######## design 1 ########
## src/rtl/pipe_pkg.sv

```systemverilog
// Shared definitions for the PIPE receive framer: K-symbol codes, FSM states,
// output beat payload and default length limits.
package pipe_pkg;

   localparam logic [7:0] K_STP = 8'hFB;
   localparam logic [7:0] K_SDP = 8'h5C;
   localparam logic [7:0] K_END = 8'hFD;
   localparam logic [7:0] K_EDB = 8'hFE;
   localparam logic [7:0] K_COM = 8'hBC;
   localparam logic [7:0] K_SKP = 8'h1C;

   localparam int unsigned DEF_MAX_TLP_LEN = 4096;
   localparam int unsigned DEF_MIN_TLP_LEN = 18;
   localparam int unsigned DEF_DLLP_LEN    = 6;
   localparam int unsigned DEF_CNT_W       = 16;

   typedef enum logic [1:0] {IDLE, IN_TLP, IN_DLLP, DROP} rx_state_t;

   typedef enum logic [2:0] {
      KC_DATA, KC_STP, KC_SDP, KC_END, KC_EDB, KC_COM, KC_SKP, KC_BAD
   } sym_kind_t;

   typedef struct packed {
      logic [7:0] data;
      logic       valid;
      logic       sop;
      logic       eop;
      logic       err;
      logic       is_dllp;
   } rx_beat_t;

   // Classify one received symbol; unknown K codes map to KC_BAD.
   function automatic sym_kind_t sym_kind(input logic is_k, input logic [7:0] sym);
      sym_kind_t kind;
      kind = KC_BAD;
      if (!is_k) begin
         kind = KC_DATA;
      end else begin
         case (sym)
            K_STP:   kind = KC_STP;
            K_SDP:   kind = KC_SDP;
            K_END:   kind = KC_END;
            K_EDB:   kind = KC_EDB;
            K_COM:   kind = KC_COM;
            K_SKP:   kind = KC_SKP;
            default: kind = KC_BAD;
         endcase
      end
      return kind;
   endfunction

endpackage

```

## src/rtl/sat_cnt.sv

```systemverilog
// Increment-enable counter that sticks at all-ones.
module sat_cnt #(
   parameter int unsigned W = 16
) (
   input  logic         clk,
   input  logic         rst,
   input  logic         inc_i,
   output logic [W-1:0] cnt_o
);

   logic [W-1:0] cnt_q, cnt_d;

   // Next count: step unless already saturated.
   always_comb begin
      cnt_d = cnt_q;
      if (inc_i && (cnt_q != '1)) begin
         cnt_d = cnt_q + 1'b1;
      end
   end

   // Count register with synchronous reset.
   always_ff @(posedge clk) begin
      if (rst) cnt_q <= '0;
      else     cnt_q <= cnt_d;
   end

   assign cnt_o = cnt_q;

endmodule

```

## src/rtl/pipe_rx_framer.sv

```systemverilog
// PCIe Gen1 x1 PIPE receive framer: strips STP/SDP/END/EDB framing and emits
// sop/eop-marked packet bytes with error flag and statistics counters.
// Optional SKP ordered-set statistics: define PIPE_RX_SKP_STATS_EN.
module pipe_rx_framer
   import pipe_pkg::*;
#(
   parameter int unsigned MAX_TLP_LEN = DEF_MAX_TLP_LEN,
   parameter int unsigned MIN_TLP_LEN = DEF_MIN_TLP_LEN,
   parameter int unsigned DLLP_LEN    = DEF_DLLP_LEN,
   parameter int unsigned CNT_W       = DEF_CNT_W
) (
   input  logic             pcieclk,
   input  logic             rst,
   input  logic [7:0]       rxdata,
   input  logic             rxdatak,
   output logic [7:0]       out_data,
   output logic             out_valid,
   output logic             out_sop,
   output logic             out_eop,
   output logic             out_err,
   output logic             out_is_dllp,
   output logic [CNT_W-1:0] pkt_cnt,
   output logic [CNT_W-1:0] err_cnt,
   output logic [CNT_W-1:0] skp_cnt
);

   localparam int unsigned BC_W = $clog2(MAX_TLP_LEN + 2);

   rx_state_t       state_q, state_d;
   logic [BC_W-1:0] cnt_q, cnt_d;
   logic            hold_vld_q, hold_vld_d;
   logic            hold_sop_q, hold_sop_d;
   logic [7:0]      hold_data_q, hold_data_d;
   rx_beat_t        out_q, out_d;
   sym_kind_t       kind_c;
   logic            bad_len_c;
   logic            bad_c;
   logic            pkt_inc_c;
   logic            err_inc_c;

   assign kind_c = sym_kind(rxdatak, rxdata);

   // Framing FSM: hold one byte so eop/err can be attached once the next symbol arrives.
   always_comb begin
      state_d       = state_q;
      cnt_d         = cnt_q;
      hold_vld_d    = hold_vld_q;
      hold_sop_d    = hold_sop_q;
      hold_data_d   = hold_data_q;
      out_d         = out_q;
      out_d.valid   = 1'b0;
      out_d.sop     = 1'b0;
      out_d.eop     = 1'b0;
      out_d.err     = 1'b0;
      pkt_inc_c     = 1'b0;
      err_inc_c     = 1'b0;
      bad_c         = 1'b0;
      bad_len_c     = (state_q == IN_DLLP) ? (cnt_q != BC_W'(DLLP_LEN))
                                           : (cnt_q < BC_W'(MIN_TLP_LEN));

      unique case (state_q)
         IDLE, DROP: begin
            if (kind_c == KC_STP) begin
               state_d = IN_TLP;
               cnt_d   = '0;
            end else if (kind_c == KC_SDP) begin
               state_d = IN_DLLP;
               cnt_d   = '0;
            end else if ((kind_c == KC_END) || (kind_c == KC_EDB)) begin
               state_d = IDLE;
            end
         end

         IN_TLP, IN_DLLP: begin
            if (hold_vld_q) begin
               out_d.valid   = 1'b1;
               out_d.data    = hold_data_q;
               out_d.sop     = hold_sop_q;
               out_d.is_dllp = (state_q == IN_DLLP);
            end
            if (kind_c == KC_DATA) begin
               if (cnt_q == BC_W'(MAX_TLP_LEN)) begin
                  // Length overflow: close with error and discard the rest.
                  out_d.eop  = 1'b1;
                  out_d.err  = 1'b1;
                  err_inc_c  = 1'b1;
                  hold_vld_d = 1'b0;
                  state_d    = DROP;
               end else begin
                  hold_vld_d  = 1'b1;
                  hold_data_d = rxdata;
                  hold_sop_d  = (cnt_q == '0);
                  cnt_d       = cnt_q + 1'b1;
               end
            end else begin
               // Any K symbol terminates the current packet.
               bad_c = (kind_c != KC_END) || bad_len_c;
               if (hold_vld_q) begin
                  out_d.eop = 1'b1;
                  out_d.err = bad_c;
                  pkt_inc_c = !bad_c;
                  err_inc_c = bad_c;
               end else begin
                  err_inc_c = 1'b1;
               end
               hold_vld_d = 1'b0;
               cnt_d      = '0;
               if (kind_c == KC_STP)      state_d = IN_TLP;
               else if (kind_c == KC_SDP) state_d = IN_DLLP;
               else                       state_d = IDLE;
            end
         end

         default: state_d = IDLE;
      endcase
   end

   // State, hold and output registers.
   always_ff @(posedge pcieclk) begin
      if (rst) begin
         state_q     <= IDLE;
         cnt_q       <= '0;
         hold_vld_q  <= 1'b0;
         hold_sop_q  <= 1'b0;
         hold_data_q <= '0;
         out_q       <= '0;
      end else begin
         state_q     <= state_d;
         cnt_q       <= cnt_d;
         hold_vld_q  <= hold_vld_d;
         hold_sop_q  <= hold_sop_d;
         hold_data_q <= hold_data_d;
         out_q       <= out_d;
      end
   end

   assign out_data    = out_q.data;
   assign out_valid   = out_q.valid;
   assign out_sop     = out_q.sop;
   assign out_eop     = out_q.eop;
   assign out_err     = out_q.err;
   assign out_is_dllp = out_q.is_dllp;

   sat_cnt #(.W(CNT_W)) u_pkt_cnt (.clk(pcieclk), .rst(rst), .inc_i(pkt_inc_c), .cnt_o(pkt_cnt));
   sat_cnt #(.W(CNT_W)) u_err_cnt (.clk(pcieclk), .rst(rst), .inc_i(err_inc_c), .cnt_o(err_cnt));

`ifdef PIPE_RX_SKP_STATS_EN
   logic [1:0] skp_seq_q, skp_seq_d;
   logic       skp_inc_c;

   // Track COM followed by three SKP while idle between packets.
   always_comb begin
      skp_seq_d = '0;
      skp_inc_c = 1'b0;
      if (state_q == IDLE) begin
         if (kind_c == KC_COM) begin
            skp_seq_d = 2'd1;
         end else if ((kind_c == KC_SKP) && (skp_seq_q != 2'd0)) begin
            if (skp_seq_q == 2'd3) skp_inc_c = 1'b1;
            else                   skp_seq_d = skp_seq_q + 2'd1;
         end
      end
   end

   // SKP sequence position register.
   always_ff @(posedge pcieclk) begin
      if (rst) skp_seq_q <= '0;
      else     skp_seq_q <= skp_seq_d;
   end

   sat_cnt #(.W(CNT_W)) u_skp_cnt (.clk(pcieclk), .rst(rst), .inc_i(skp_inc_c), .cnt_o(skp_cnt));
`else
   assign skp_cnt = '0;
`endif

endmodule
```

## config.mk

```make
export PLATFORM = sky130hd
export DESIGN_NAME = pipe_rx_framer
export DESIGN_NICKNAME = d
export VERILOG_FILES = /design/src/rtl/pipe_pkg.sv /design/src/rtl/sat_cnt.sv /design/src/rtl/pipe_rx_framer.sv
export SDC_FILE = /design/constraint.sdc
export NUM_CORES = 1
export LEC_CHECK = 0
export CORE_MARGIN = 2
export CORE_UTILIZATION = 52
export DETAILED_ROUTE_END_ITERATION = 8
export PLACE_DENSITY = 0.8
export SETUP_SLACK_MARGIN = 0.02
export SLEW_MARGIN = 10
export SYNTH_ARGS = -nofsm -noshare
export SYNTH_HDL_FRONTEND = slang
export SYNTH_SLANG_ARGS = --single-unit
```

## constraint.sdc

```tcl
create_clock -name pcieclk -period 3.25 [get_ports pcieclk]
set_input_delay 0.65 -clock pcieclk [delete_from_list [all_inputs] [get_ports pcieclk]]
set_output_delay 0.65 -clock pcieclk [all_outputs]
set_load 0.005 [all_outputs]
```

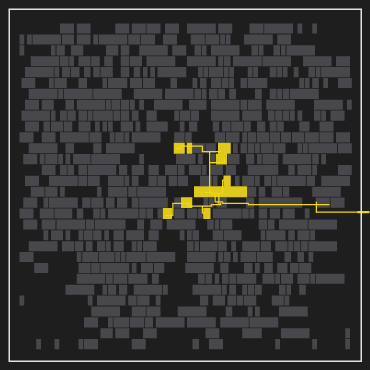
**Above:** design 1 (port wiring).
Scale: 4 px per µm.
yellow -> `rxdatak`  # direction input, end cells 11, buffers 2, wire 106 µm
I/O Buffers: 55
number of top-level pins: 72

==> results.py <==
# Generated from Yosys and OpenROAD reports
metrics = {
    "global_route": {
        "grt_antenna_before_repair": 0,
        "grt_max_degree": 30,
        "use_met3_pct": 3.58,
        "first_global_vias": 2979,
        "layer_carrying_the_most_global_route_usage": "met2",
    },
    "floorplanning": {
        "fp_util_pct": 53.5,
        "core-area_mm2": 0.00679,
    },
    "drt": {
        "via_count": 3368,
        "drt-met1-wl_mm": 3.74,
        "met3_wirelength_um": 470,
        "drt-pass1-iter-count": 5,
        "post_drt_via_cell_ratio": 5.57,
        "top_signal_layer_used": "met4",
        "met2WireLength_mm": 4.04,
    },
    "status": {
        "status": "finished clean",
    },
    "critical_path": {
        "required_ns": 3.49,
        "critical_path.top_delay_family": "simple AND/OR/NAND/NOR gates",
        "critical_path_peak_fanout": 8,
        "crit_type": "input port to register",
        "cp.buffers_inverters": 1,
        "rr_startpoint": "cnt_q[2]",
    },
    "logic_synthesis": {
        "synth_cell_type_count": 53,
        "synth_stat.cells": 443,
        "top_cell_area_share_pct": 38.6,
        "topCellsByArea": "dfxtp_1 (39%), nor2_1 (5.9%), nand2_1 (4.9%)",
        "synthesis.instances": 443,
        "synth_area_mm2": 0.00363,
        "synth-simple-area-share_pct": 31.5,
        "ys_dominant_reg_cell": "dfxtp_1",
        "ys_sh_adder_pct": 2.07,
    },
    "clock_tree": {
        "cts_hold_repair.buffers": 0,
        "clock.latency.late_pin_ns": 0.35,
        "tritoncts.num_buffers": 9,
        "cts_max_level": 3,
        "clkSlewWorstSetupHoldPaths_ns": 0.08,
        "clock_tree.buffer_depth": 2,
    },
    "final_layout": {
        "num-nets-final": 521,
        "layout_top_cells_excl_fill_tap": "dfxtp_1 (70), nor2_1 (57), clkdlybuf4s50_1 (54), nand2_1 (47), a21oi_1 (35)",
    },
    "timing": {
        "clock.fmax_mhz": 348,
        "maxSlewHeadroom_pct": 58.0,
        "finalHoldViolCount": 0,
        "timing.final.crit_period_ns": 2.88,
        "final.setup.tns_ns": 0,
        "min_period_over_period_pct": 88.5,
        "timing.final.setup_violations": 0,
    },
    "pwr": {
        "cellInternalPower_mw": 1.36,
        "comb_power_share_pct": 11.6,
        "power.sequential.total_mw": 0.892,
        "comb_power_mw": 0.213,
        "power-top-group": "sequential cells",
        "p_clk_share_pct": 39.6,
        "clock_power_mw": 0.725,
    },
    "placed_design": {
        "pre_cts_slack_ns": 0.0589,
        "placedInstanceArea_mm2": 0.00428,
        "place.gp.congestion": 0.902,
        "place_inst": 589,
    },
    "run": {
        "drv.max_cap_violation_count": 0,
    },
}
-- cell families (layout without fill, tap and decap cells) --
group / Yosys count / after routing
xor gates and xnor gates: 33 / 33
muxes: 5 / 5
adders and majority gates: 6 / 6
other: 1 / 16
buffers and inverters: 47 / 98
and+or+nand+nor: 218 / 218
DFF: 70 / 70
AOI/OAI and AO/OA: 63 / 63
-- final cells by class --
class                      count  area, µm²
fill                         575       2310
multi-input combinational    341       2050
sequential                    70       1400
timing repair buffer          72        673
clock buffer                  13        159
tap                           96        120
clock inverter                 3       42.5
inverter                      10       37.5
-- worst paths after layout --
kind	to	slack [ns]	cells past startpoint
worst max-delay path	u_pkt_cnt.cnt_o[7]	0.37	7
worst max register to register	u_pkt_cnt.cnt_o[7]	0.64	6
worst min register to register	out_data[5]	0.45	2
worst min-delay path	out_data[5]	0.45	2
-- registers in the layout (all words and copies together), names as in the netlist --
name             count
u_pkt_cnt.cnt_o     16
hold_data_q          8
out_data             8
out_err              1
out_eop              1
out_is_dllp          1
u_err_cnt.cnt_o     16
out_sop              1
state_q              2
hold_vld_q           1
out_valid            1
cnt_q               13
hold_sop_q           1

######## design 2 ########
**Design 2: port wiring**

Scale: 6 px per µm.
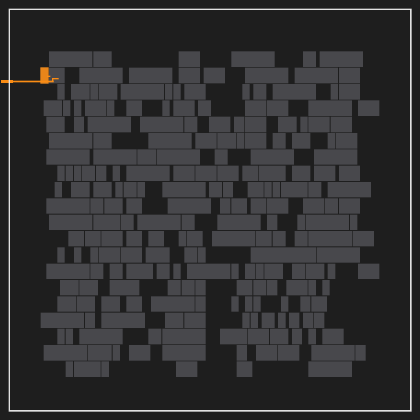
**Design 2: sequential cells colored by netlist name**

Scale: 4 px per µm.
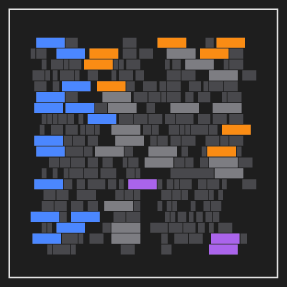
<file path="config.mk">
export PLATFORM = sky130hd
export DESIGN_NAME = uart_rx_path
export DESIGN_NICKNAME = d
export VERILOG_FILES = /design/src/rtl/uart_rx_path.sv
export SDC_FILE = /design/constraint.sdc
export NUM_CORES = 1
export LEC_CHECK = 0
export CAP_MARGIN = 20
export CORE_MARGIN = 5
export CORE_UTILIZATION = 60
export DETAILED_ROUTE_END_ITERATION = 10
export GPL_TIMING_DRIVEN = 0
export HOLD_SLACK_MARGIN = 0.1
export PLACE_DENSITY_LB_ADDON = 0.05
export SLEW_MARGIN = 20
export SYNTH_ARGS = -nofsm -noshare
export SYNTH_HDL_FRONTEND = slang
export SYNTH_SLANG_ARGS = --single-unit
</file>
<file path="constraint.sdc">
create_clock -name iclk -period 3.3 [get_ports iclk]
set_input_delay 0.825 -clock iclk [delete_from_list [all_inputs] [get_ports iclk]]
set_output_delay 0.825 -clock iclk [all_outputs]
set_load 0.01 [all_outputs]
</file>
<file path="src/rtl/uart_rx_path.sv">
// 8N1 UART receiver: synchronizes the line, samples each bit at mid-bit, flags framing errors.
// Define UART_RX_PARITY_EN to receive 8E1 frames and report parity errors.
module uart_rx_path #(
  parameter logic [13:0] BAUD_DIV     = 14'd10416,
  parameter logic [13:0] BAUD_DIV_CAP = 14'd5208
) (
  input  logic       iclk,
  input  logic       irst,
  input  logic       uart_rx_i,
  output logic [7:0] uart_rx_data_o,
  output logic       uart_rx_done,
  output logic       uart_rx_frame_err,
  output logic       uart_rx_parity_err,
  output logic       uart_rx_busy
);

  typedef enum logic [2:0] {
    StIdle,
    StStart,
    StData,
`ifdef UART_RX_PARITY_EN
    StParity,
`endif
    StStop,
    StBreak
  } state_e;

  state_e      r_state;
  logic        r_sync1;
  logic        r_sync2;
  logic        r_sync3;
  logic [13:0] r_baud_cnt;
  logic [2:0]  r_bit_cnt;
  logic [7:0]  r_shift;
`ifdef UART_RX_PARITY_EN
  logic        r_par_bit;
`endif

  logic w_fall;
  logic w_cap_hit;
  logic w_bit_hit;

  // r_sync2 is the synchronized line; r_sync3 holds its previous value.
  assign w_fall    = r_sync3 & ~r_sync2;
  assign w_cap_hit = (r_baud_cnt == (BAUD_DIV_CAP - 14'd1));
  assign w_bit_hit = (r_baud_cnt == (BAUD_DIV - 14'd1));

  always_ff @(posedge iclk) begin
    if (irst) begin
      r_state           <= StIdle;
      r_sync1           <= 1'b1;
      r_sync2           <= 1'b1;
      r_sync3           <= 1'b1;
      r_baud_cnt        <= 14'd0;
      r_bit_cnt         <= 3'd0;
      r_shift           <= 8'h00;
      uart_rx_data_o    <= 8'h00;
      uart_rx_done      <= 1'b0;
      uart_rx_frame_err <= 1'b0;
      uart_rx_busy      <= 1'b0;
`ifdef UART_RX_PARITY_EN
      r_par_bit          <= 1'b0;
      uart_rx_parity_err <= 1'b0;
`endif
    end else begin
      r_sync1           <= uart_rx_i;
      r_sync2           <= r_sync1;
      r_sync3           <= r_sync2;
      uart_rx_done      <= 1'b0;
      uart_rx_frame_err <= 1'b0;
`ifdef UART_RX_PARITY_EN
      uart_rx_parity_err <= 1'b0;
`endif
      unique case (r_state)
        StIdle: begin
          r_baud_cnt   <= 14'd0;
          uart_rx_busy <= 1'b0;
          if (w_fall) begin
            r_state      <= StStart;
            uart_rx_busy <= 1'b1;
          end
        end
        StStart: begin
          if (w_cap_hit) begin
            r_baud_cnt <= 14'd0;
            if (!r_sync2) begin
              r_state   <= StData;
              r_bit_cnt <= 3'd0;
            end else begin
              // Line went back high before mid-start: a glitch, not a frame.
              r_state      <= StIdle;
              uart_rx_busy <= 1'b0;
            end
          end else begin
            r_baud_cnt <= r_baud_cnt + 14'd1;
          end
        end
        StData: begin
          if (w_bit_hit) begin
            r_baud_cnt         <= 14'd0;
            r_shift[r_bit_cnt] <= r_sync2;
            r_bit_cnt          <= r_bit_cnt + 3'd1;
            if (r_bit_cnt == 3'd7) begin
`ifdef UART_RX_PARITY_EN
              r_state <= StParity;
`else
              r_state <= StStop;
`endif
            end
          end else begin
            r_baud_cnt <= r_baud_cnt + 14'd1;
          end
        end
`ifdef UART_RX_PARITY_EN
        StParity: begin
          if (w_bit_hit) begin
            r_baud_cnt <= 14'd0;
            r_par_bit  <= r_sync2;
            r_state    <= StStop;
          end else begin
            r_baud_cnt <= r_baud_cnt + 14'd1;
          end
        end
`endif
        StStop: begin
          if (w_bit_hit) begin
            r_baud_cnt <= 14'd0;
            if (r_sync2) begin
              // Leave at mid-stop so a back-to-back start edge is not missed.
              uart_rx_data_o <= r_shift;
              uart_rx_done   <= 1'b1;
              uart_rx_busy   <= 1'b0;
              r_state        <= StIdle;
`ifdef UART_RX_PARITY_EN
              uart_rx_parity_err <= (^r_shift) ^ r_par_bit;
`endif
            end else begin
              uart_rx_frame_err <= 1'b1;
              r_state           <= StBreak;
            end
          end else begin
            r_baud_cnt <= r_baud_cnt + 14'd1;
          end
        end
        StBreak: begin
          r_baud_cnt <= 14'd0;
          if (r_sync2) begin
            r_state      <= StIdle;
            uart_rx_busy <= 1'b0;
          end
        end
        default: begin
          r_state      <= StIdle;
          r_baud_cnt   <= 14'd0;
          uart_rx_busy <= 1'b0;
        end
      endcase
    end
  end

`ifndef UART_RX_PARITY_EN
  assign uart_rx_parity_err = 1'b0;
`endif

endmodule

</file>
==> results.py <==
# Generated from Yosys and OpenROAD reports
metrics = {
    "drt": {
        "route.final.wire_length_mm": 3.81,
        "top_signal_layer_used": "met4",
        "post_drt_via_cell_ratio": 5.66,
        "initialDrtViolationCount": 84,
        "detail-route-antenna-nets": 0,
        "post-route-drc-count": 0,
        "via_count": 1517,
    },
    "clock_tree": {
        "clock_tree.buffer_depth": 2,
        "post_cts_resize_count": 0,
        "cts_hold_repair.buffers": 0,
        "clock_sinks": 42,
        "tritoncts.num_buffers": 5,
        "cts_max_level": 2,
        "clock.latency.late_pin_ns": 0.35,
        "tritoncts": "built",
        "clkSlewWorstSetupHoldPaths_ns": 0.12,
    },
    "timing": {
        "timing.final.crit_period_ns": 2.10,
        "rsz0062_at_grt": "false",
        "worstMarginPinSlew_ns": 0.517,
        "final.setup.tns_ns": 0,
        "final.setup_skew_ns": 0.0109,
        "finalHoldViolCount": 0,
    },
    "logic_synthesis": {
        "synth_cell_type_count": 45,
        "register_area_share_after_synthesis_pct": 43.6,
        "top_logic_kind": "simple AND/OR/NAND/NOR gates",
        "synthesis.instances": 204,
        "synth_stat.cells": 204,
        "mappedNetlistNets": 210,
        "postSynth.asyncResetShare_pct": 0,
        "yosys.area_share.xor_xnor_pct": 5.45,
        "post_synth_most_frequent_cells": "dfxtp_1 (42), nor2_1 (32), mux2i_1 (17)",
        "synth_top_cell_by_area": "dfxtp_1",
        "number_of_flip_flops_and_latches_in_the_synthesized_netlist": 42,
        "synth-simple-area-share_pct": 31.4,
        "synth_area_mm2": 0.00193,
        "top_cell_area_share_pct": 43.6,
        "ys_chip_area_mm2": 0.00193,
    },
    "pwr": {
        "irDropWorstVdd_mv": 0.237,
        "cellInternalPower_mw": 0.698,
        "p_clk_share_pct": 38.3,
        "power.density_mw_per_mm2": 398,
        "power_switching_mw": 0.175,
        "netSwitchingFraction_pct": 20.0,
    },
    "critical_path": {
        "worstReg2RegEnd": "r_shift[1]",
        "critPathArrivalTime_ns": 2.39,
        "crit_type": "register to register",
        "endpoint_kind": "register",
        "required_ns": 3.59,
    },
    "global_route": {
        "grt_util_met1_pct": 21.0,
        "grt_pass1_wl_mm": 6.44,
        "grt_max_degree": 13,
        "grt_antenna_before_repair": 0,
    },
    "placed_design": {
        "place.gp.congestion": 0.865,
        "placedInstanceArea_mm2": 0.00211,
        "place_inst": 261,
        "numPortBuffers": 13,
    },
    "floorplanning": {
        "ios": 15,
        "dieWidth_um": 66.7,
        "fp.dieArea_mm2": 0.00444,
    },
    "final_layout": {
        "fin_cells": 268,
        "final_util_pct": 71.3,
        "area_delta_synth_final_pct": 13.8,
        "layout_top_cells_excl_fill_tap": "dfxtp_1 (42), nor2_1 (32), mux2i_1 (17), clkdlybuf4s50_1 (13), nand2b_1 (11)",
    },
    "run": {
        "drv.max_cap_violation_count": 0,
    },
    "worst_hold_path": {
        "worstHoldPathType": "register to register",
        "worstHoldEndpoint": "r_sync2",
    },
    "status": {
        "status": "finished clean",
    },
}
## Picture notes: 'port wiring' of design 2
orange -> `uart_rx_parity_err`  # direction output, end cells 1, buffers 1, wire 8.60 µm

## Picture notes: 'sequential cells colored by netlist name' of design 2
purple -> `r_state`  # placed flops 3
orange -> `uart_rx_data_o`  # placed flops 8
blue -> `r_baud_cnt`  # placed flops 14
not colored = 17

-- power groups by stage --
stage / Clock [mW] / Sequential (mW) / Combinational (mW)
finish: 0.334 / 0.511 / 0.0278
global route: 0.364 / 0.512 / 0.0308
CTS: 0.338 / 0.511 / 0.0279
detailed placement: 0 / 0.522 / 0.0279
global placement: 0 / 0.522 / 0.0273
floorplan: 0 / 0.522 / 0.0195
-- registers in the layout (all words and copies together), names as in the netlist --
name               cells
r_state                3
r_bit_cnt              3
uart_rx_data_o         8
r_sync2                1
r_sync1                1
uart_rx_busy           1
r_shift                8
r_sync3                1
uart_rx_done           1
uart_rx_frame_err      1
r_baud_cnt            14
-- layout make-up --
class,count,area [µm²]
repair buffers,13,130
clock inverters,1,30.0
fillers,263,885
multi-input cells,149,1020
clock buffers,6,51.3
flip-flops and latches,42,841
inverters,2,7.51
plain buffers,11,57.6
well taps,44,55.1
-- worst max-delay path, stage by stage, from the launching register on --
cell	delay, ns
dfxtp_1	0.39
ha_1	0.24
and3_1	0.23
and4_1	0.26
and2_1	0.15
buf_2	0.20
nor4bb_1	0.36
mux2i_1	0.22

######## design 3 ########
**Design 3: port wiring**

Scale: 2 px per µm.
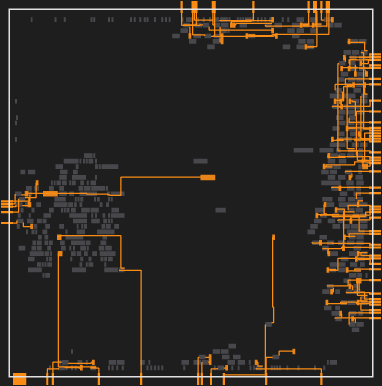
**Design 3: wiring by layer**

Scale: 2 px per µm.
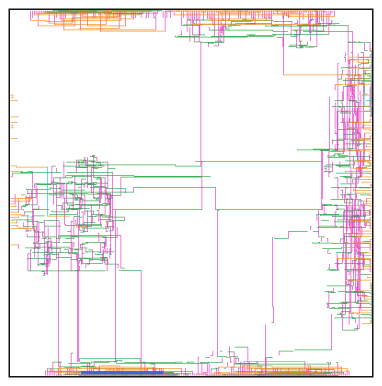
**Design 3: pin map**

Scale: 1.5 px per µm. Pins as bars across the die edge, other pins in gray.
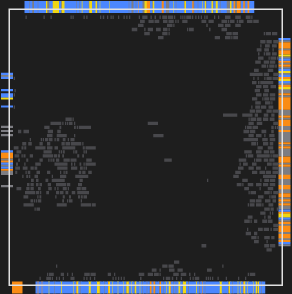
<file path="config.mk">
export PLATFORM = sky130hd
export DESIGN_NAME = mem_to_axi_bridge
export DESIGN_NICKNAME = d
export VERILOG_FILES = /design/src/rtl/mem_to_axi_bridge.sv
export SDC_FILE = /design/constraint.sdc
export NUM_CORES = 1
export LEC_CHECK = 0
export ABC_AREA = 1
export CAP_MARGIN = 0
export CORE_AREA = 2 2 179 181
export DETAILED_ROUTE_END_ITERATION = 12
export DIE_AREA = 0 0 181 183
export PLACE_DENSITY = 0.41
export SYNTH_ARGS = -nofsm -noshare
export SYNTH_HDL_FRONTEND = slang
export SYNTH_SLANG_ARGS = --single-unit
</file>
<file path="constraint.sdc">
create_clock -name clk_i -period 2.4 [get_ports clk_i]
set_input_delay 0.72 -clock clk_i [delete_from_list [all_inputs] [get_ports clk_i]]
set_output_delay 0.72 -clock clk_i [all_outputs]
set_load 0.02 [all_outputs]
</file>
<file path="src/rtl/mem_to_axi_bridge.sv">
// Memory-port (req/gnt/rvalid) to AXI4 master bridge.
// Every granted request becomes one single-beat AXI4 transaction. A 1-bit order
// FIFO records whether each granted request is a read or a write. Responses are
// therefore returned on the memory port strictly in request order.

// Default AXI4 channel and bundle types, sized for the default parameters.
// Integrators with other widths pass their own structs through the type
// parameters. These structs must use the same field names.
package mem_to_axi_bridge_pkg;
  localparam int unsigned AxiAddrW = 32;
  localparam int unsigned AxiDataW = 64;
  localparam int unsigned AxiIdW   = 1;

  typedef struct packed {
    logic [AxiIdW-1:0]   id;
    logic [AxiAddrW-1:0] addr;
    logic [7:0]          len;
    logic [2:0]          size;
    logic [1:0]          burst;
    logic                lock;
    logic [3:0]          cache;
    logic [2:0]          prot;
    logic [3:0]          qos;
    logic [3:0]          region;
    logic [5:0]          atop;
    logic [0:0]          user;
  } aw_chan_t;

  typedef struct packed {
    logic [AxiDataW-1:0]   data;
    logic [AxiDataW/8-1:0] strb;
    logic                  last;
    logic [0:0]            user;
  } w_chan_t;

  typedef struct packed {
    logic [AxiIdW-1:0] id;
    logic [1:0]        resp;
    logic [0:0]        user;
  } b_chan_t;

  typedef struct packed {
    logic [AxiIdW-1:0]   id;
    logic [AxiAddrW-1:0] addr;
    logic [7:0]          len;
    logic [2:0]          size;
    logic [1:0]          burst;
    logic                lock;
    logic [3:0]          cache;
    logic [2:0]          prot;
    logic [3:0]          qos;
    logic [3:0]          region;
    logic [0:0]          user;
  } ar_chan_t;

  typedef struct packed {
    logic [AxiIdW-1:0]   id;
    logic [AxiDataW-1:0] data;
    logic [1:0]          resp;
    logic                last;
    logic [0:0]          user;
  } r_chan_t;

  typedef struct packed {
    aw_chan_t aw;
    logic     aw_valid;
    w_chan_t  w;
    logic     w_valid;
    logic     b_ready;
    ar_chan_t ar;
    logic     ar_valid;
    logic     r_ready;
  } axi_req_t;

  typedef struct packed {
    logic    aw_ready;
    logic    ar_ready;
    logic    w_ready;
    logic    b_valid;
    b_chan_t b;
    logic    r_valid;
    r_chan_t r;
  } axi_resp_t;
endpackage

module mem_to_axi_bridge #(
  parameter type                  axi_req_t  = mem_to_axi_bridge_pkg::axi_req_t,
  parameter type                  axi_resp_t = mem_to_axi_bridge_pkg::axi_resp_t,
  parameter int unsigned          AddrWidth  = 32,
  parameter int unsigned          DataWidth  = 64,
  parameter int unsigned          IdWidth    = 1,
  parameter logic [IdWidth-1:0]   AxiId      = '0,
  parameter int unsigned          MaxTrans   = 4
) (
  input  logic                   clk_i,
  input  logic                   rst_i,
  output logic                   busy_o,
  input  logic                   mem_req_i,
  output logic                   mem_gnt_o,
  input  logic [AddrWidth-1:0]   mem_addr_i,
  input  logic                   mem_we_i,
  input  logic [DataWidth-1:0]   mem_wdata_i,
  input  logic [DataWidth/8-1:0] mem_strb_i,
  output logic                   mem_rvalid_o,
  output logic [DataWidth-1:0]   mem_rdata_o,
  output logic                   mem_err_o,
  output axi_req_t               axi_req_o,
  input  axi_resp_t              axi_resp_i
);

  // Every beat carries a full data word.
  localparam logic [2:0] AxiSize  = 3'($clog2(DataWidth / 8));
  localparam logic [1:0] BurstIncr = 2'b01;

  localparam int unsigned PtrW = (MaxTrans > 1) ? $clog2(MaxTrans) : 1;
  localparam int unsigned CntW = $clog2(MaxTrans + 1);

  typedef enum logic [1:0] {
    WrIdle   = 2'd0,
    WrAwDone = 2'd1,
    WrWDone  = 2'd2
  } wr_state_e;

  // Order FIFO state: one bit per outstanding transaction, 1 = write.
  logic [MaxTrans-1:0] order_q;
  logic [PtrW-1:0]     wr_ptr_q;
  logic [PtrW-1:0]     rd_ptr_q;
  logic [CntW-1:0]     cnt_q;
  logic                fifo_full;
  logic                fifo_empty;
  logic                head_is_write;
  logic                push;
  logic                pop;

  wr_state_e wr_state_q;

  logic aw_valid, w_valid, ar_valid, b_ready, r_ready;
  logic aw_hs, w_hs, ar_hs, b_hs, r_hs;
  logic wr_gnt;
  logic read_req, write_req;

  function automatic logic [PtrW-1:0] ptr_inc(input logic [PtrW-1:0] p);
    return (p == PtrW'(MaxTrans - 1)) ? '0 : p + 1'b1;
  endfunction

  // Full/empty come only from registered state, so a pop in the same cycle
  // cannot open a slot for a new grant.
  assign fifo_full     = (cnt_q == CntW'(MaxTrans));
  assign fifo_empty    = (cnt_q == '0);
  assign head_is_write = order_q[rd_ptr_q];

  assign read_req  = mem_req_i & ~mem_we_i;
  assign write_req = mem_req_i &  mem_we_i;

  // Write channel valids depend on which half of the write is still pending.
  // A partially issued write always completes, so the full check only gates
  // the first issue.
  always_comb begin
    aw_valid = 1'b0;
    w_valid  = 1'b0;
    unique case (wr_state_q)
      WrIdle: begin
        aw_valid = write_req & ~fifo_full;
        w_valid  = write_req & ~fifo_full;
      end
      WrAwDone: w_valid  = 1'b1;
      WrWDone:  aw_valid = 1'b1;
      default: begin
        aw_valid = 1'b0;
        w_valid  = 1'b0;
      end
    endcase
  end

  // Reads wait while a write is half issued. That request is still held
  // on the memory port.
  assign ar_valid = read_req & ~fifo_full & (wr_state_q == WrIdle);

  assign aw_hs = aw_valid & axi_resp_i.aw_ready;
  assign w_hs  = w_valid  & axi_resp_i.w_ready;
  assign ar_hs = ar_valid & axi_resp_i.ar_ready;

  // A write is granted when its last outstanding channel handshakes.
  always_comb begin
    wr_gnt = 1'b0;
    unique case (wr_state_q)
      WrIdle:   wr_gnt = aw_hs & w_hs;
      WrAwDone: wr_gnt = w_hs;
      WrWDone:  wr_gnt = aw_hs;
      default:  wr_gnt = 1'b0;
    endcase
  end

  assign mem_gnt_o = ar_hs | wr_gnt;
  assign push      = mem_gnt_o;

  // Only the response matching the oldest outstanding request is accepted.
  // The other response is held off until it reaches the head.
  assign r_ready = ~fifo_empty & ~head_is_write;
  assign b_ready = ~fifo_empty &  head_is_write;
  assign r_hs    = axi_resp_i.r_valid & r_ready;
  assign b_hs    = axi_resp_i.b_valid & b_ready;
  assign pop     = r_hs | b_hs;

  assign mem_rvalid_o = pop;
  assign mem_rdata_o  = r_hs ? axi_resp_i.r.data : '0;
  assign mem_err_o    = (r_hs & axi_resp_i.r.resp[1]) | (b_hs & axi_resp_i.b.resp[1]);

  assign busy_o = ~fifo_empty | (wr_state_q != WrIdle);

  // Write FSM: track which half of a write has already handshaken.
  always_ff @(posedge clk_i) begin
    if (rst_i) begin
      wr_state_q <= WrIdle;
    end else begin
      unique case (wr_state_q)
        WrIdle: begin
          if (aw_hs && !w_hs) begin
            wr_state_q <= WrAwDone;
          end else if (w_hs && !aw_hs) begin
            wr_state_q <= WrWDone;
          end
        end
        WrAwDone: if (w_hs)  wr_state_q <= WrIdle;
        WrWDone:  if (aw_hs) wr_state_q <= WrIdle;
        default:  wr_state_q <= WrIdle;
      endcase
    end
  end

  // Order FIFO: push the request kind on grant, pop on each returned response.
  always_ff @(posedge clk_i) begin
    if (rst_i) begin
      order_q  <= '0;
      wr_ptr_q <= '0;
      rd_ptr_q <= '0;
      cnt_q    <= '0;
    end else begin
      if (push) begin
        order_q[wr_ptr_q] <= mem_we_i;
        wr_ptr_q          <= ptr_inc(wr_ptr_q);
      end
      if (pop) begin
        rd_ptr_q <= ptr_inc(rd_ptr_q);
      end
      unique case ({push, pop})
        2'b10:   cnt_q <= cnt_q + 1'b1;
        2'b01:   cnt_q <= cnt_q - 1'b1;
        default: cnt_q <= cnt_q;
      endcase
    end
  end

  // Drive the AXI request bundle. Every field that is not listed here stays 0.
  always_comb begin
    axi_req_o          = '0;
    axi_req_o.aw.id    = AxiId;
    axi_req_o.aw.addr  = mem_addr_i;
    axi_req_o.aw.len   = 8'd0;
    axi_req_o.aw.size  = AxiSize;
    axi_req_o.aw.burst = BurstIncr;
    axi_req_o.aw_valid = aw_valid;
    axi_req_o.w.data   = mem_wdata_i;
    axi_req_o.w.strb   = mem_strb_i;
    axi_req_o.w.last   = 1'b1;
    axi_req_o.w_valid  = w_valid;
    axi_req_o.b_ready  = b_ready;
    axi_req_o.ar.id    = AxiId;
    axi_req_o.ar.addr  = mem_addr_i;
    axi_req_o.ar.len   = 8'd0;
    axi_req_o.ar.size  = AxiSize;
    axi_req_o.ar.burst = BurstIncr;
    axi_req_o.ar_valid = ar_valid;
    axi_req_o.r_ready  = r_ready;
  end

  // Response fields the bridge has no use for. Only single beats with one
  // fixed ID are ever in flight.
  logic unused_resp;
  assign unused_resp = ^{axi_resp_i.r.id, axi_resp_i.r.last, axi_resp_i.r.user,
                         axi_resp_i.r.resp[0], axi_resp_i.b.id, axi_resp_i.b.user,
                         axi_resp_i.b.resp[0]};

endmodule
</file>
==> results.py <==
# Generated from Yosys and OpenROAD reports
metrics = {
    "run": {
        "log.warning_count": 38,
        "drv.max_cap_violation_count": 0,
    },
    "final_layout": {
        "layout_top_cells_excl_fill_tap": "inv_1 (72), conb_1 (70), clkdlybuf4s50_1 (70), buf_6 (66), nor2_4 (62)",
        "signal_buffers": 200,
        "final_layout_size_suffix_gt1_share_pct": 44.2,
        "fin_cells": 916,
    },
    "drt": {
        "initialDrtViolationCount": 81,
        "met3_wirelength_mm": 2.17,
        "drt-met1-wl_mm": 4.52,
    },
    "worst_hold_path": {
        "worstHoldEndpoint": "order_q[3]",
        "worstHoldPathType": "register to register",
    },
    "clock_tree": {
        "clock_tree.buffer_depth": 2,
        "tritoncts": "built",
        "tritoncts.num_buffers": 3,
        "cts_root_buffer": "clkbuf_16",
    },
    "critical_path": {
        "series_of_cell_instances_along_the_critical_path": "a21oi_2 -> nand2_2 -> a21oi_4 -> buf_6 -> nand2_8 -> buf_12 -> buf_6 -> nor2_4 -> buf_6",
        "critical_path_peak_fanout": 5,
        "worstReg2RegEnd": "cnt_q[2]",
        "required_ns": 1.68,
        "crit_type": "register to output pin",
    },
    "timing": {
        "timing.final.setup_violations": 35,
        "finalWorstSetupSlack_ns": -0.0614,
    },
    "logic_synthesis": {
        "ys_chip_area_mm2": 0.00347,
    },
    "status": {
        "status": "finished with violations",
        "failed_checks": "setup timing",
    },
}
Notes on 'port wiring' of design 3 above:
orange -> `axi_resp_i`  # direction input, end cells 72, buffers 71, wire 2,070 µm
I/O Buffers: 147
number of top-level pins: 465

Notes on 'wiring by layer' of design 3 above:
cyan -> met4  # wire length 97.2 µm
blue -> met5  # wire length 39.6 µm
magenta -> met2  # wire length 4,360 µm
orange -> met3  # wire length 2,170 µm
green -> met1  # wire length 4,520 µm

Notes on 'pin map' of design 3 above:
blue -> `axi_req_o`  # pins 211, direction output, edge 100 south, 94 north, 9 west, 8 east
yellow -> `mem_wdata_i`  # pins 64, direction input, edge 33 south, 24 north, 6 east, 1 west
orange -> `axi_resp_i`  # pins 78, direction input, edge 43 east, 17 south, 13 north, 5 west
all pins by edge = 173 south, 166 north, 102 east, 24 west
Die W: 181 µm
die boundary height: 183 µm

sequential cells by signal, indices dropped and copies added (netlist names):
| signal | flops |
|---|---|
| cnt_q | 3 |
| order_q | 4 |
| rd_ptr_q | 2 |
| wr_ptr_q | 2 |
| wr_state_q | 2 |
synthesized netlist by cell type, types with 4 or more instances:
| cell | count |
|---|---|
| buf_4 | 211 |
| inv_1 | 74 |
| nor2_4 | 60 |
| nor2_1 | 22 |
| nand2_1 | 19 |
| dfxtp_1 | 13 |
| a21oi_1 | 9 |
| nand3_1 | 9 |
| nand2_2 | 8 |
| buf_12 | 7 |
| ha_1 | 6 |
| o21ai_0 | 5 |
| inv_2 | 4 |
power by group through the flow:
stage / clock network (mW) / logic, mW / registers, mW
final: 0.315 / 3.09 / 0.310
after global routing: 0.339 / 3.30 / 0.316
after CTS: 0.328 / 2.51 / 0.310
after detailed placement: 0 / 2.47 / 0.303
after global placement: 0 / 2.48 / 0.301
after floorplan: 0 / 1.97 / 0.298
stage by stage:
stage / instance area [µm²] / hold WS [ns]
6_report: 4750 / 0.494
5_1_grt: 4750 / 0.528
4_1_cts: 4430 / 0.494
3_5_place_dp: 4240 / 0.481
3_3_place_gp: 4240 / 0.470
2_1_floorplan: 3720 / 0.438

######## design 4 ########
==> config.mk <==
export PLATFORM = sky130hd
export DESIGN_NAME = mux_rr_arbiter
export DESIGN_NICKNAME = d
export VERILOG_FILES = /design/src/rtl/mux_rr_arbiter_pkg.sv /design/src/rtl/mux_rr_arbiter_mux.sv /design/src/rtl/mux_rr_arbiter.sv
export SDC_FILE = /design/constraint.sdc
export NUM_CORES = 1
export LEC_CHECK = 0
export CORE_MARGIN = 5
export CORE_UTILIZATION = 26
export DETAILED_ROUTE_END_ITERATION = 10
export PLACE_DENSITY_LB_ADDON = 0.15
export REMOVE_ABC_BUFFERS = 1
export SLEW_MARGIN = 5
export SYNTH_ARGS = -nofsm -noshare
export SYNTH_HDL_FRONTEND = slang
export SYNTH_SLANG_ARGS = --single-unit
==> constraint.sdc <==
create_clock -name clk -period 2 [get_ports clk]
set_input_delay 0.5 -clock clk [delete_from_list [all_inputs] [get_ports clk]]
set_output_delay 0.5 -clock clk [all_outputs]
set_load 0.02 [all_outputs]
==> src/rtl/mux_rr_arbiter_pkg.sv <==
// mux_rr_arbiter_pkg: shared state encoding, source count and round-robin pick helper
package mux_rr_arbiter_pkg;
    localparam int NUM_SRC = 4;
    localparam logic [0:0] IDLE = 1'b0;
    localparam logic [0:0] BUSY = 1'b1;
    // First set request at or after ptr, wrapping; descending scan lets the nearest offset win.
    function automatic logic [1:0] rr_pick(input logic [NUM_SRC-1:0] req, input logic [1:0] ptr);
        logic [1:0] idx;
        rr_pick = ptr;
        for (int i = NUM_SRC - 1; i >= 0; i--) begin
            idx = ptr + 2'(i);
            if (req[idx]) rr_pick = idx;
        end
    endfunction
endpackage

==> src/rtl/mux_rr_arbiter_mux.sv <==
// mux_4x1_32b: 32-bit 4:1 data mux steered by {s1,s0}
module mux_4x1_32b (
    input  logic        s1,
    input  logic        s0,
    input  logic [31:0] A,
    input  logic [31:0] B,
    input  logic [31:0] C,
    input  logic [31:0] D,
    output logic [31:0] Y
);
    assign Y = s1 ? (s0 ? D : C) : (s0 ? B : A);
endmodule

==> src/rtl/mux_rr_arbiter.sv <==
// mux_rr_arbiter: round-robin arbiter sharing one 32-bit valid/ready channel among four sources
module mux_rr_arbiter
    import mux_rr_arbiter_pkg::*;
#(
    parameter int MAX_BURST = 4,
    parameter int CNT_W     = 4
) (
    input  logic               clk,
    input  logic               rst_n,
    input  logic [NUM_SRC-1:0] req,
    input  logic [31:0]        A,
    input  logic [31:0]        B,
    input  logic [31:0]        C,
    input  logic [31:0]        D,
    output logic [31:0]        Y,
    output logic               out_valid,
    input  logic               out_ready,
    output logic [NUM_SRC-1:0] ack,
    output logic               s1,
    output logic               s0,
    output logic               busy
);
    logic [0:0]       state;
    logic [1:0]       sel;
    logic [1:0]       ptr;
    logic [CNT_W-1:0] beat_cnt;
    logic             transfer;
    logic             last_beat;
    logic             release_grant;

    assign {s1, s0}      = sel;
    assign busy          = state == BUSY;
    assign out_valid     = busy & req[sel];
    assign transfer      = out_valid & out_ready;
    assign ack           = {3'b000, transfer} << sel;
    assign last_beat     = transfer & (beat_cnt == CNT_W'(MAX_BURST - 1));
    // A dropped request ends the grant even mid-burst; no ack is issued for it.
    assign release_grant = busy & (~req[sel] | last_beat);

    always_ff @(posedge clk or negedge rst_n) begin
        if (!rst_n) begin
            state    <= IDLE;
            sel      <= 2'd0;
            ptr      <= 2'd0;
            beat_cnt <= '0;
        end else if (state == IDLE) begin
            if (|req) begin
                sel      <= rr_pick(req, ptr);
                beat_cnt <= '0;
                state    <= BUSY;
            end
        end else if (release_grant) begin
            ptr   <= sel + 2'd1;
            state <= IDLE;
        end else if (transfer) begin
            beat_cnt <= beat_cnt + CNT_W'(1);
        end
    end

    mux_4x1_32b u_mux (
        .s1(s1),
        .s0(s0),
        .A (A),
        .B (B),
        .C (C),
        .D (D),
        .Y (Y)
    );
endmodule

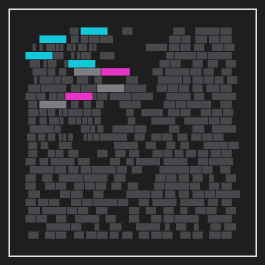
**Above:** design 4 (sequential cells colored by netlist name).
Scale: 3 px per µm.
cyan -> `beat_cnt`  # placed flops 4, where north-west
magenta -> `sel`  # placed flops 2
sequential cell area in the final layout: 226 µm²
sequential cell area share: 6.33%
power dissipated in sequential cells: 0.329 mW
Final Util: 70.5%

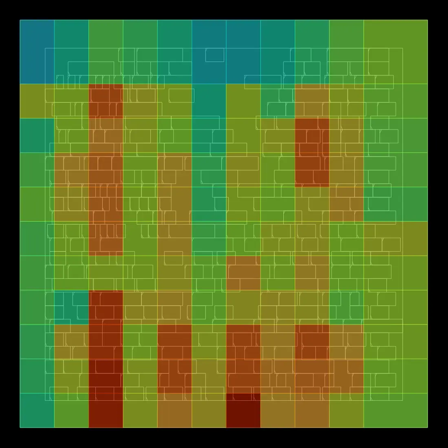
**Above:** design 4 (routing congestion map).
global router's overall resource usage: 22.6%
fraction of met2 tracks used by global routing: 44.0%
GR Util met3: 7.02%
layer carrying the most global-route usage: met2
global-route met1 utilization: 22.5%

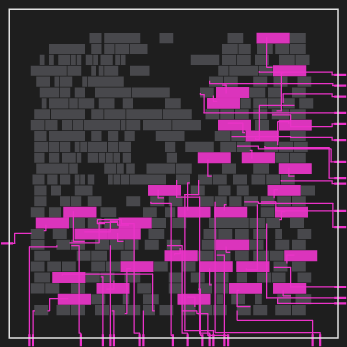
**Above:** design 4 (port wiring).
Scale: 4 px per µm.
magenta -> `D`  # direction input, end cells 32, buffers 32, wire 1,050 µm
number of top-level pins: 175
I/O Buffers: 174

==> results.py <==
# Generated from Yosys and OpenROAD reports
metrics = {
    "status": {
        "status": "finished with violations",
        "failed_checks": "setup timing",
    },
    "critical_path": {
        "critical-path-slowest-cell": "dfrtp_2",
        "critPathArrivalTime_ns": 1.65,
        "endpoint_kind": "output pin",
    },
    "logic_synthesis": {
        "number_of_flip_flops_and_latches_in_the_synthesized_netlist": 9,
        "area_fraction_in_mux_cells_pct": 59.2,
        "syn-mean-instance-area_um2": 13.3,
        "synth-simple-area-share_pct": 12.6,
        "compound_cell_area_share_of_the_yosys_netlist_pct": 5.04,
        "synth_cell_type_count": 32,
        "ys_chip_area_mm2": 0.00134,
        "synth_top_cell_by_area": "mux4_2",
    },
    "drt": {
        "post_drt_via_cell_ratio": 4.91,
        "initialDrtViolationCount": 50,
        "post-route-drc-count": 0,
        "route.final.wire_length_mm": 7.75,
        "detail-route-antenna-nets": 0,
    },
    "final_layout": {
        "layout_top_cells_excl_fill_tap": "clkdlybuf4s50_1 (123), mux4_2 (33), buf_6 (29), buf_4 (25)",
        "fin_area_mm2": 0.00358,
        "final_layout_size_suffix_gt1_share_pct": 38.0,
    },
    "pwr": {
        "total_leakage_power_nw": 1.48,
        "power_switching_mw": 1.72,
        "irDropWorstVdd_mv": 1.11,
    },
    "clock_tree": {
        "clock_tree.buffer_depth": 2,
        "clkSlewWorstSetupHoldPaths_ns": 0.05,
    },
    "timing": {
        "final.setup.tns_ns": -2.05,
        "finalWorstSetupSlack_ns": -0.146,
        "timing.final.setup_violations": 34,
        "maxSlewHeadroom_pct": 71.2,
        "worstMarginPinSlew_ns": 0.430,
    },
    "placed_design": {
        "pre_cts_slack_ns": -0.663,
    },
    "worst_hold_path": {
        "worstHoldPathType": "register to register",
    },
}
-- flip-flops by register name, summed over array words and instances, names as in the netlist --
register / flops
beat_cnt: 4
busy: 1
ptr: 2
sel: 2
-- routing by layer --
metal | global-route usage (%) | part of all wire [%]
met5 | 0 | 0
met4 | 6.64 | 2.4
met3 | 7.02 | 11
met2 | 44.0 | 54
met1 | 22.5 | 33
-- final timing paths --
| path | end | cells past startpoint | start | slack [ns] |
|---|---|---|---|---|
| setup / recovery | out_valid | 6 | sel[0] | -0.15 |
| hold / removal | beat_cnt[0] | 1 | beat_cnt[0] | 0.51 |
| setup reg to reg | ptr[1] | 7 | sel[0] | 0.13 |
| hold reg to reg | beat_cnt[0] | 1 | beat_cnt[0] | 0.51 |
| max in group asynchronous | sel[0] | 1 | rst_n | 1.11 |
| min in group asynchronous | beat_cnt[1] | 1 | rst_n | 0.57 |
-- layout make-up --
class,instances,area (µm²)
Timing Repair Buffer,207,2120
Clock buffer,4,45.0
Inverter,2,7.51
Fill cell,395,1500
Multi-Input combinational cell,81,1090
Sequential cell,9,226
Tap cell,70,87.6
-- timing repair --
item,CTS,global route
setup buffers,6,6
resized,232,5
setup endpoints to repair,38,36
pin swaps,1,2
cloned,2,1
hold buffers,0,0

######## design 5 ########
**Design 5: sequential cells colored by netlist name**

Scale: 2 px per µm.
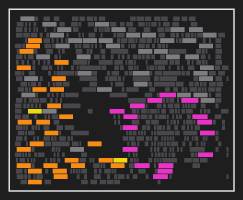
**Design 5: routing congestion map**

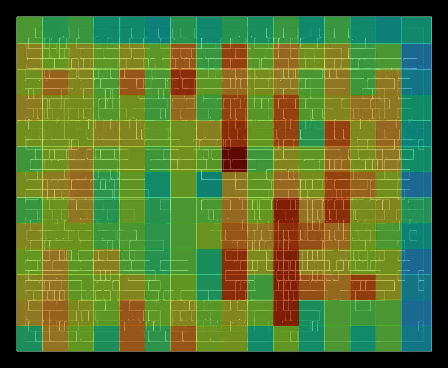
<file path="src/rtl/epb_wb_bridge_sync.sv">
// Single-clock EPB-to-Wishbone master bridge: one WB cycle per EPB chip-select, with bus-error reporting.
// Define EPB_WB_TIMEOUT_EN to abort WB cycles that receive no ack/err within TO_CYCLES clocks.
module epb_wb_bridge_sync #(
   parameter int DW        = 16,
   parameter int AW        = 23,
   parameter int GPW       = 6,
   parameter int GP_USED   = 3,
   parameter int TO_W      = 10,
   parameter int TO_CYCLES = 1000,
   parameter logic [DW-1:0] ERR_DATA = {(DW/16){16'hDEAD}}
) (
   input  logic              wb_clk_i,
   input  logic              wb_rst_i,
   output logic              wb_cyc_o,
   output logic              wb_stb_o,
   output logic              wb_we_o,
   output logic [DW/8-1:0]   wb_sel_o,
   output logic [31:0]       wb_adr_o,
   output logic [DW-1:0]     wb_dat_o,
   input  logic [DW-1:0]     wb_dat_i,
   input  logic              wb_ack_i,
   input  logic              wb_err_i,
   input  logic              epb_cs_n,
   input  logic              epb_oe_n,
   input  logic              epb_r_w_n,
   input  logic [DW/8-1:0]   epb_be_n,
   input  logic [AW-1:0]     epb_addr,
   input  logic [GPW-1:0]    epb_addr_gp,
   input  logic [DW-1:0]     epb_data_i,
   output logic [DW-1:0]     epb_data_o,
   output logic              epb_data_oe_n,
   output logic              epb_rdy,
   output logic              trans_err_o,
   output logic [15:0]       err_cnt_o
);
   localparam int LSW = $clog2(DW/8);

   typedef enum logic [1:0] {IDLE, BUS, DONE, HOLD} state_t;
   state_t state, state_nxt;

   logic prev_cs_n;
   logic cs_rel;
   logic rd_hold;
   logic start;
   logic timed_out;
   logic wb_fin;
   logic wb_fail;
   logic unused_gp;

   assign unused_gp = ^epb_addr_gp;

`ifdef EPB_WB_TIMEOUT_EN
   logic [TO_W-1:0] to_cnt;

   assign timed_out = (to_cnt == TO_W'(TO_CYCLES - 1));

   always_ff @(posedge wb_clk_i) begin
      if (wb_rst_i || state != BUS) to_cnt <= '0;
      else                          to_cnt <= to_cnt + 1'b1;
   end
`else
   logic unused_to;

   assign unused_to = (TO_CYCLES < (1 << TO_W));
   assign timed_out = 1'b0;
`endif

   assign start   = (state == IDLE) && prev_cs_n && !epb_cs_n;
   // An ack coinciding with err is reported as an error.
   assign wb_fail = (state == BUS) && (wb_err_i || timed_out);
   assign wb_fin  = (state == BUS) && (wb_ack_i || wb_err_i || timed_out);

   always_ff @(posedge wb_clk_i) begin
      if (wb_rst_i) state <= IDLE;
      else          state <= state_nxt;
   end

   always_comb begin
      state_nxt     = state;
      wb_cyc_o      = 1'b0;
      wb_stb_o      = 1'b0;
      epb_rdy       = 1'b0;
      epb_data_oe_n = ~(rd_hold & ~epb_oe_n);
      case (state)
         IDLE: if (start) state_nxt = BUS;
         BUS: begin
            wb_cyc_o = 1'b1;
            wb_stb_o = 1'b1;
            if (wb_fin) state_nxt = DONE;
         end
         DONE: begin
            // A master that already dropped cs_n is not waiting for rdy.
            epb_rdy   = ~cs_rel;
            state_nxt = HOLD;
         end
         HOLD: if (epb_cs_n) state_nxt = IDLE;
         default: state_nxt = IDLE;
      endcase
   end

   always_ff @(posedge wb_clk_i) begin
      if (wb_rst_i) begin
         prev_cs_n   <= 1'b0;
         cs_rel      <= 1'b0;
         rd_hold     <= 1'b0;
         trans_err_o <= 1'b0;
         err_cnt_o   <= '0;
         wb_we_o     <= 1'b0;
         wb_sel_o    <= '0;
         wb_adr_o    <= '0;
         wb_dat_o    <= '0;
         epb_data_o  <= '0;
      end else begin
         prev_cs_n   <= epb_cs_n;
         trans_err_o <= wb_fail;
         if (start) begin
            wb_adr_o <= 32'({epb_addr_gp[GP_USED-1:0], epb_addr, {LSW{1'b0}}});
            wb_sel_o <= ~epb_be_n;
            wb_we_o  <= ~epb_r_w_n;
            wb_dat_o <= epb_data_i;
            cs_rel   <= 1'b0;
         end
         if (state == BUS && epb_cs_n) cs_rel <= 1'b1;
         if (wb_fin) begin
            rd_hold <= ~wb_we_o;
            if (wb_fail) begin
               epb_data_o <= ERR_DATA;
               if (err_cnt_o != 16'hFFFF) err_cnt_o <= err_cnt_o + 16'd1;
            end else if (!wb_we_o) begin
               epb_data_o <= wb_dat_i;
            end
         end
         if (state == HOLD && epb_cs_n) rd_hold <= 1'b0;
      end
   end
endmodule

</file>
<file path="config.mk">
export PLATFORM = sky130hd
export DESIGN_NAME = epb_wb_bridge_sync
export DESIGN_NICKNAME = d
export VERILOG_FILES = /design/src/rtl/epb_wb_bridge_sync.sv
export SDC_FILE = /design/constraint.sdc
export NUM_CORES = 1
export LEC_CHECK = 0
export ABC_AREA = 1
export CAP_MARGIN = 30
export CORE_ASPECT_RATIO = 0.8
export CORE_MARGIN = 2
export CORE_UTILIZATION = 38
export DETAILED_ROUTE_END_ITERATION = 10
export PLACE_DENSITY = 0.75
export SLEW_MARGIN = 25
export SYNTH_ARGS = -nofsm -noshare
export SYNTH_HDL_FRONTEND = slang
export SYNTH_SLANG_ARGS = --single-unit
export TNS_END_PERCENT = 30
</file>
<file path="constraint.sdc">
create_clock -name wb_clk_i -period 1.5 [get_ports wb_clk_i]
set_clock_uncertainty 0.1 [all_clocks]
set_input_delay 0.3 -clock wb_clk_i [delete_from_list [all_inputs] [get_ports wb_clk_i]]
set_output_delay 0.3 -clock wb_clk_i [all_outputs]
set_load 0.03 [all_outputs]
</file>
==> results.py <==
# Generated from Yosys and OpenROAD reports
metrics = {
    "critical_path": {
        "critical_path.startpoint_type": "register",
        "reg2regPathDepth": 7,
        "timing.critical_path.from": "err_cnt_o[5]",
        "setup_slack_on_the_worst_flop_to_flop_path_ns": -0.1,
        "endpoint_kind": "register",
    },
    "timing": {
        "whs_ns": 0.363,
        "rsz0062_at_grt": "true",
        "clock.fmax_mhz": 626,
        "finalWorstSetupSlack_ns": -0.0984,
        "timing.final.crit_period_ns": 1.60,
        "timing.final.setup_violations": 20,
    },
    "status": {
        "failed_checks": "setup timing",
        "status": "finished with violations",
    },
    "placed_design": {
        "numPortBuffers": 148,
        "place.gp.congestion": 0.847,
        "dp_hpwl_mm": 7.29,
    },
    "global_route": {
        "first_global_vias": 3535,
        "grt_max_degree": 39,
    },
    "clock_tree": {
        "cts_hold_repair.buffers": 0,
        "tritoncts.num_buffers": 9,
        "clock.latency.late_pin_ns": 0.33,
    },
    "floorplanning": {
        "fp.dieArea_mm2": 0.0101,
        "dieWidth_um": 112,
    },
    "logic_synthesis": {
        "topCellsByArea": "dfxtp_1 (47%), nor2_1 (14%), o21ai_0 (7.0%)",
        "synth_stat.cells": 469,
        "top_cell_area_share_pct": 47.2,
        "synth_top_cell_by_area": "dfxtp_1",
        "post-synth-top-count-cell": "nor2_1",
        "register_area_share_after_synthesis_pct": 47.2,
    },
    "final_layout": {
        "max_ffs_per_register": 26,
        "multi_input_comb_area_mm2": 0.00181,
        "fillerInstances": 790,
        "final_layout_size_suffix_gt1_share_pct": 23.5,
        "area_delta_synth_final_pct": 62.1,
        "fin_cells": 754,
        "layout_top_cells_excl_fill_tap": "nor2_1 (117), dfxtp_1 (66), clkdlybuf4s50_1 (66), nand2_1 (58), o21ai_0 (36)",
    },
    "drt": {
        "post-route-drc-count": 0,
        "via_count": 3784,
        "route.final.wire_length_mm": 10.6,
        "drt-met1-wl_mm": 4.28,
        "post_drt_via_cell_ratio": 5.02,
    },
    "pwr": {
        "power-top-group": "sequential cells",
        "comb_power_mw": 2.18,
        "irDropWorstVdd_mv": 0.681,
        "power.density_mw_per_mm2": 1270,
        "power.share.sequential_pct": 36.4,
        "total_power_mw": 7.26,
        "netSwitchingFraction_pct": 32.6,
        "clock_power_mw": 2.44,
        "p_clk_share_pct": 33.6,
        "total_leakage_power_nw": 2.41,
        "cellInternalPower_mw": 4.89,
    },
    "worst_hold_path": {
        "worst_hold_path.num_cells": 2,
    },
}
Notes on 'sequential cells colored by netlist name' of design 5 above:
yellow -> `wb_sel_o`  # placed flops 2
magenta -> `err_cnt_o`  # placed flops 16
orange -> `wb_adr_o`  # placed flops 26
sequential cell area share: 29.6%
Final Util: 63.1%
sequential cell area in the final layout: 0.00169 mm²
power dissipated in sequential cells: 2.64 mW

Notes on 'routing congestion map' of design 5 above:
global router's overall resource usage: 19.6%
global-route met1 utilization: 22.4%
GR Util met3: 10.4%
routed len/inst: 14.0 µm

repair_timing:
| action | 4_1_cts | 5_1_grt |
|---|---|---|
| buffers inserted | 0 | 4 |
| gates resized | 106 | 111 |
| endpoints found under the setup margin | 97 | 114 |
| pin swaps | 3 | 11 |
| cloned | 0 | 2 |
kinds of logic (layout without fill, tap and decap cells):
logic type	Yosys count	after routing	synth area share [%]
and+or+nand+nor	233	234	29.0
AOI/OAI and AO/OA	94	94	14.2
DFF	83	83	47.2
buffers and inverters	52	216	7.32
adders and majority gates	6	6	2.13
other	1	6	0.107
worst max-delay path, cell delays in order, from the launching register on:
cell	delay (ns)
dfxtp_2	0.40
nand2_1	0.15
nor2_4	0.29
nand2_2	0.15
nor2_8	0.19
nor2_4	0.06
o21ai_2	0.12
nor2_1	0.04
final cells by class:
| class | count | share of cell area [%] |
|---|---|---|
| Clock buffer | 11 | 4.26 |
| Clock inverter | 5 | 1.51 |
| Inverter | 22 | 1.58 |
| Multi-Input combinational cell | 340 | 31.8 |
| Sequential cell | 83 | 29.6 |
| Tap cell | 115 | 2.52 |
| Timing Repair Buffer | 178 | 28.7 |


==> gallery <==
Wiring by layer.
panel A
Scale: 6 px per µm.
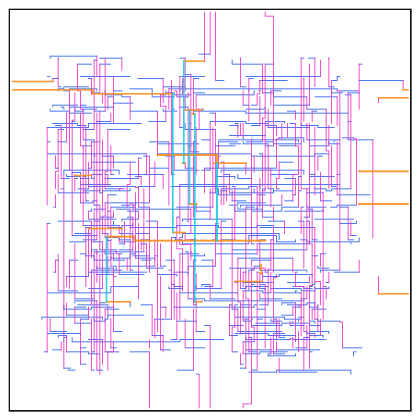
panel B
Scale: 3 px per µm.
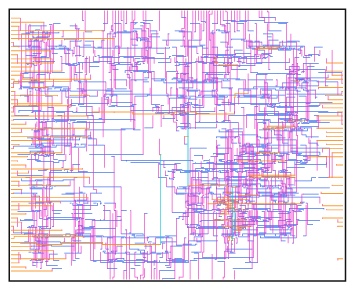
panel C
Scale: 4 px per µm.
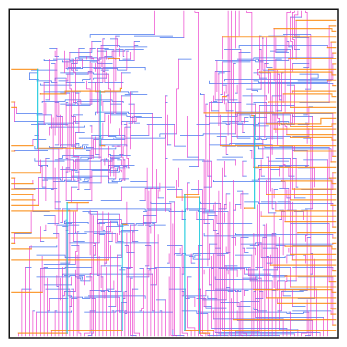
panel D
Scale: 4 px per µm.
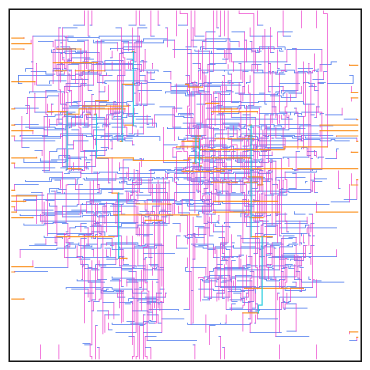
panel C: design 4
panel D: design 1
panel A: design 2
panel B: design 5
The one with the least wire is panel A.
The one with the smallest die is panel A.

Power figures rest on the tool's default switching activity, not on a simulated workload.
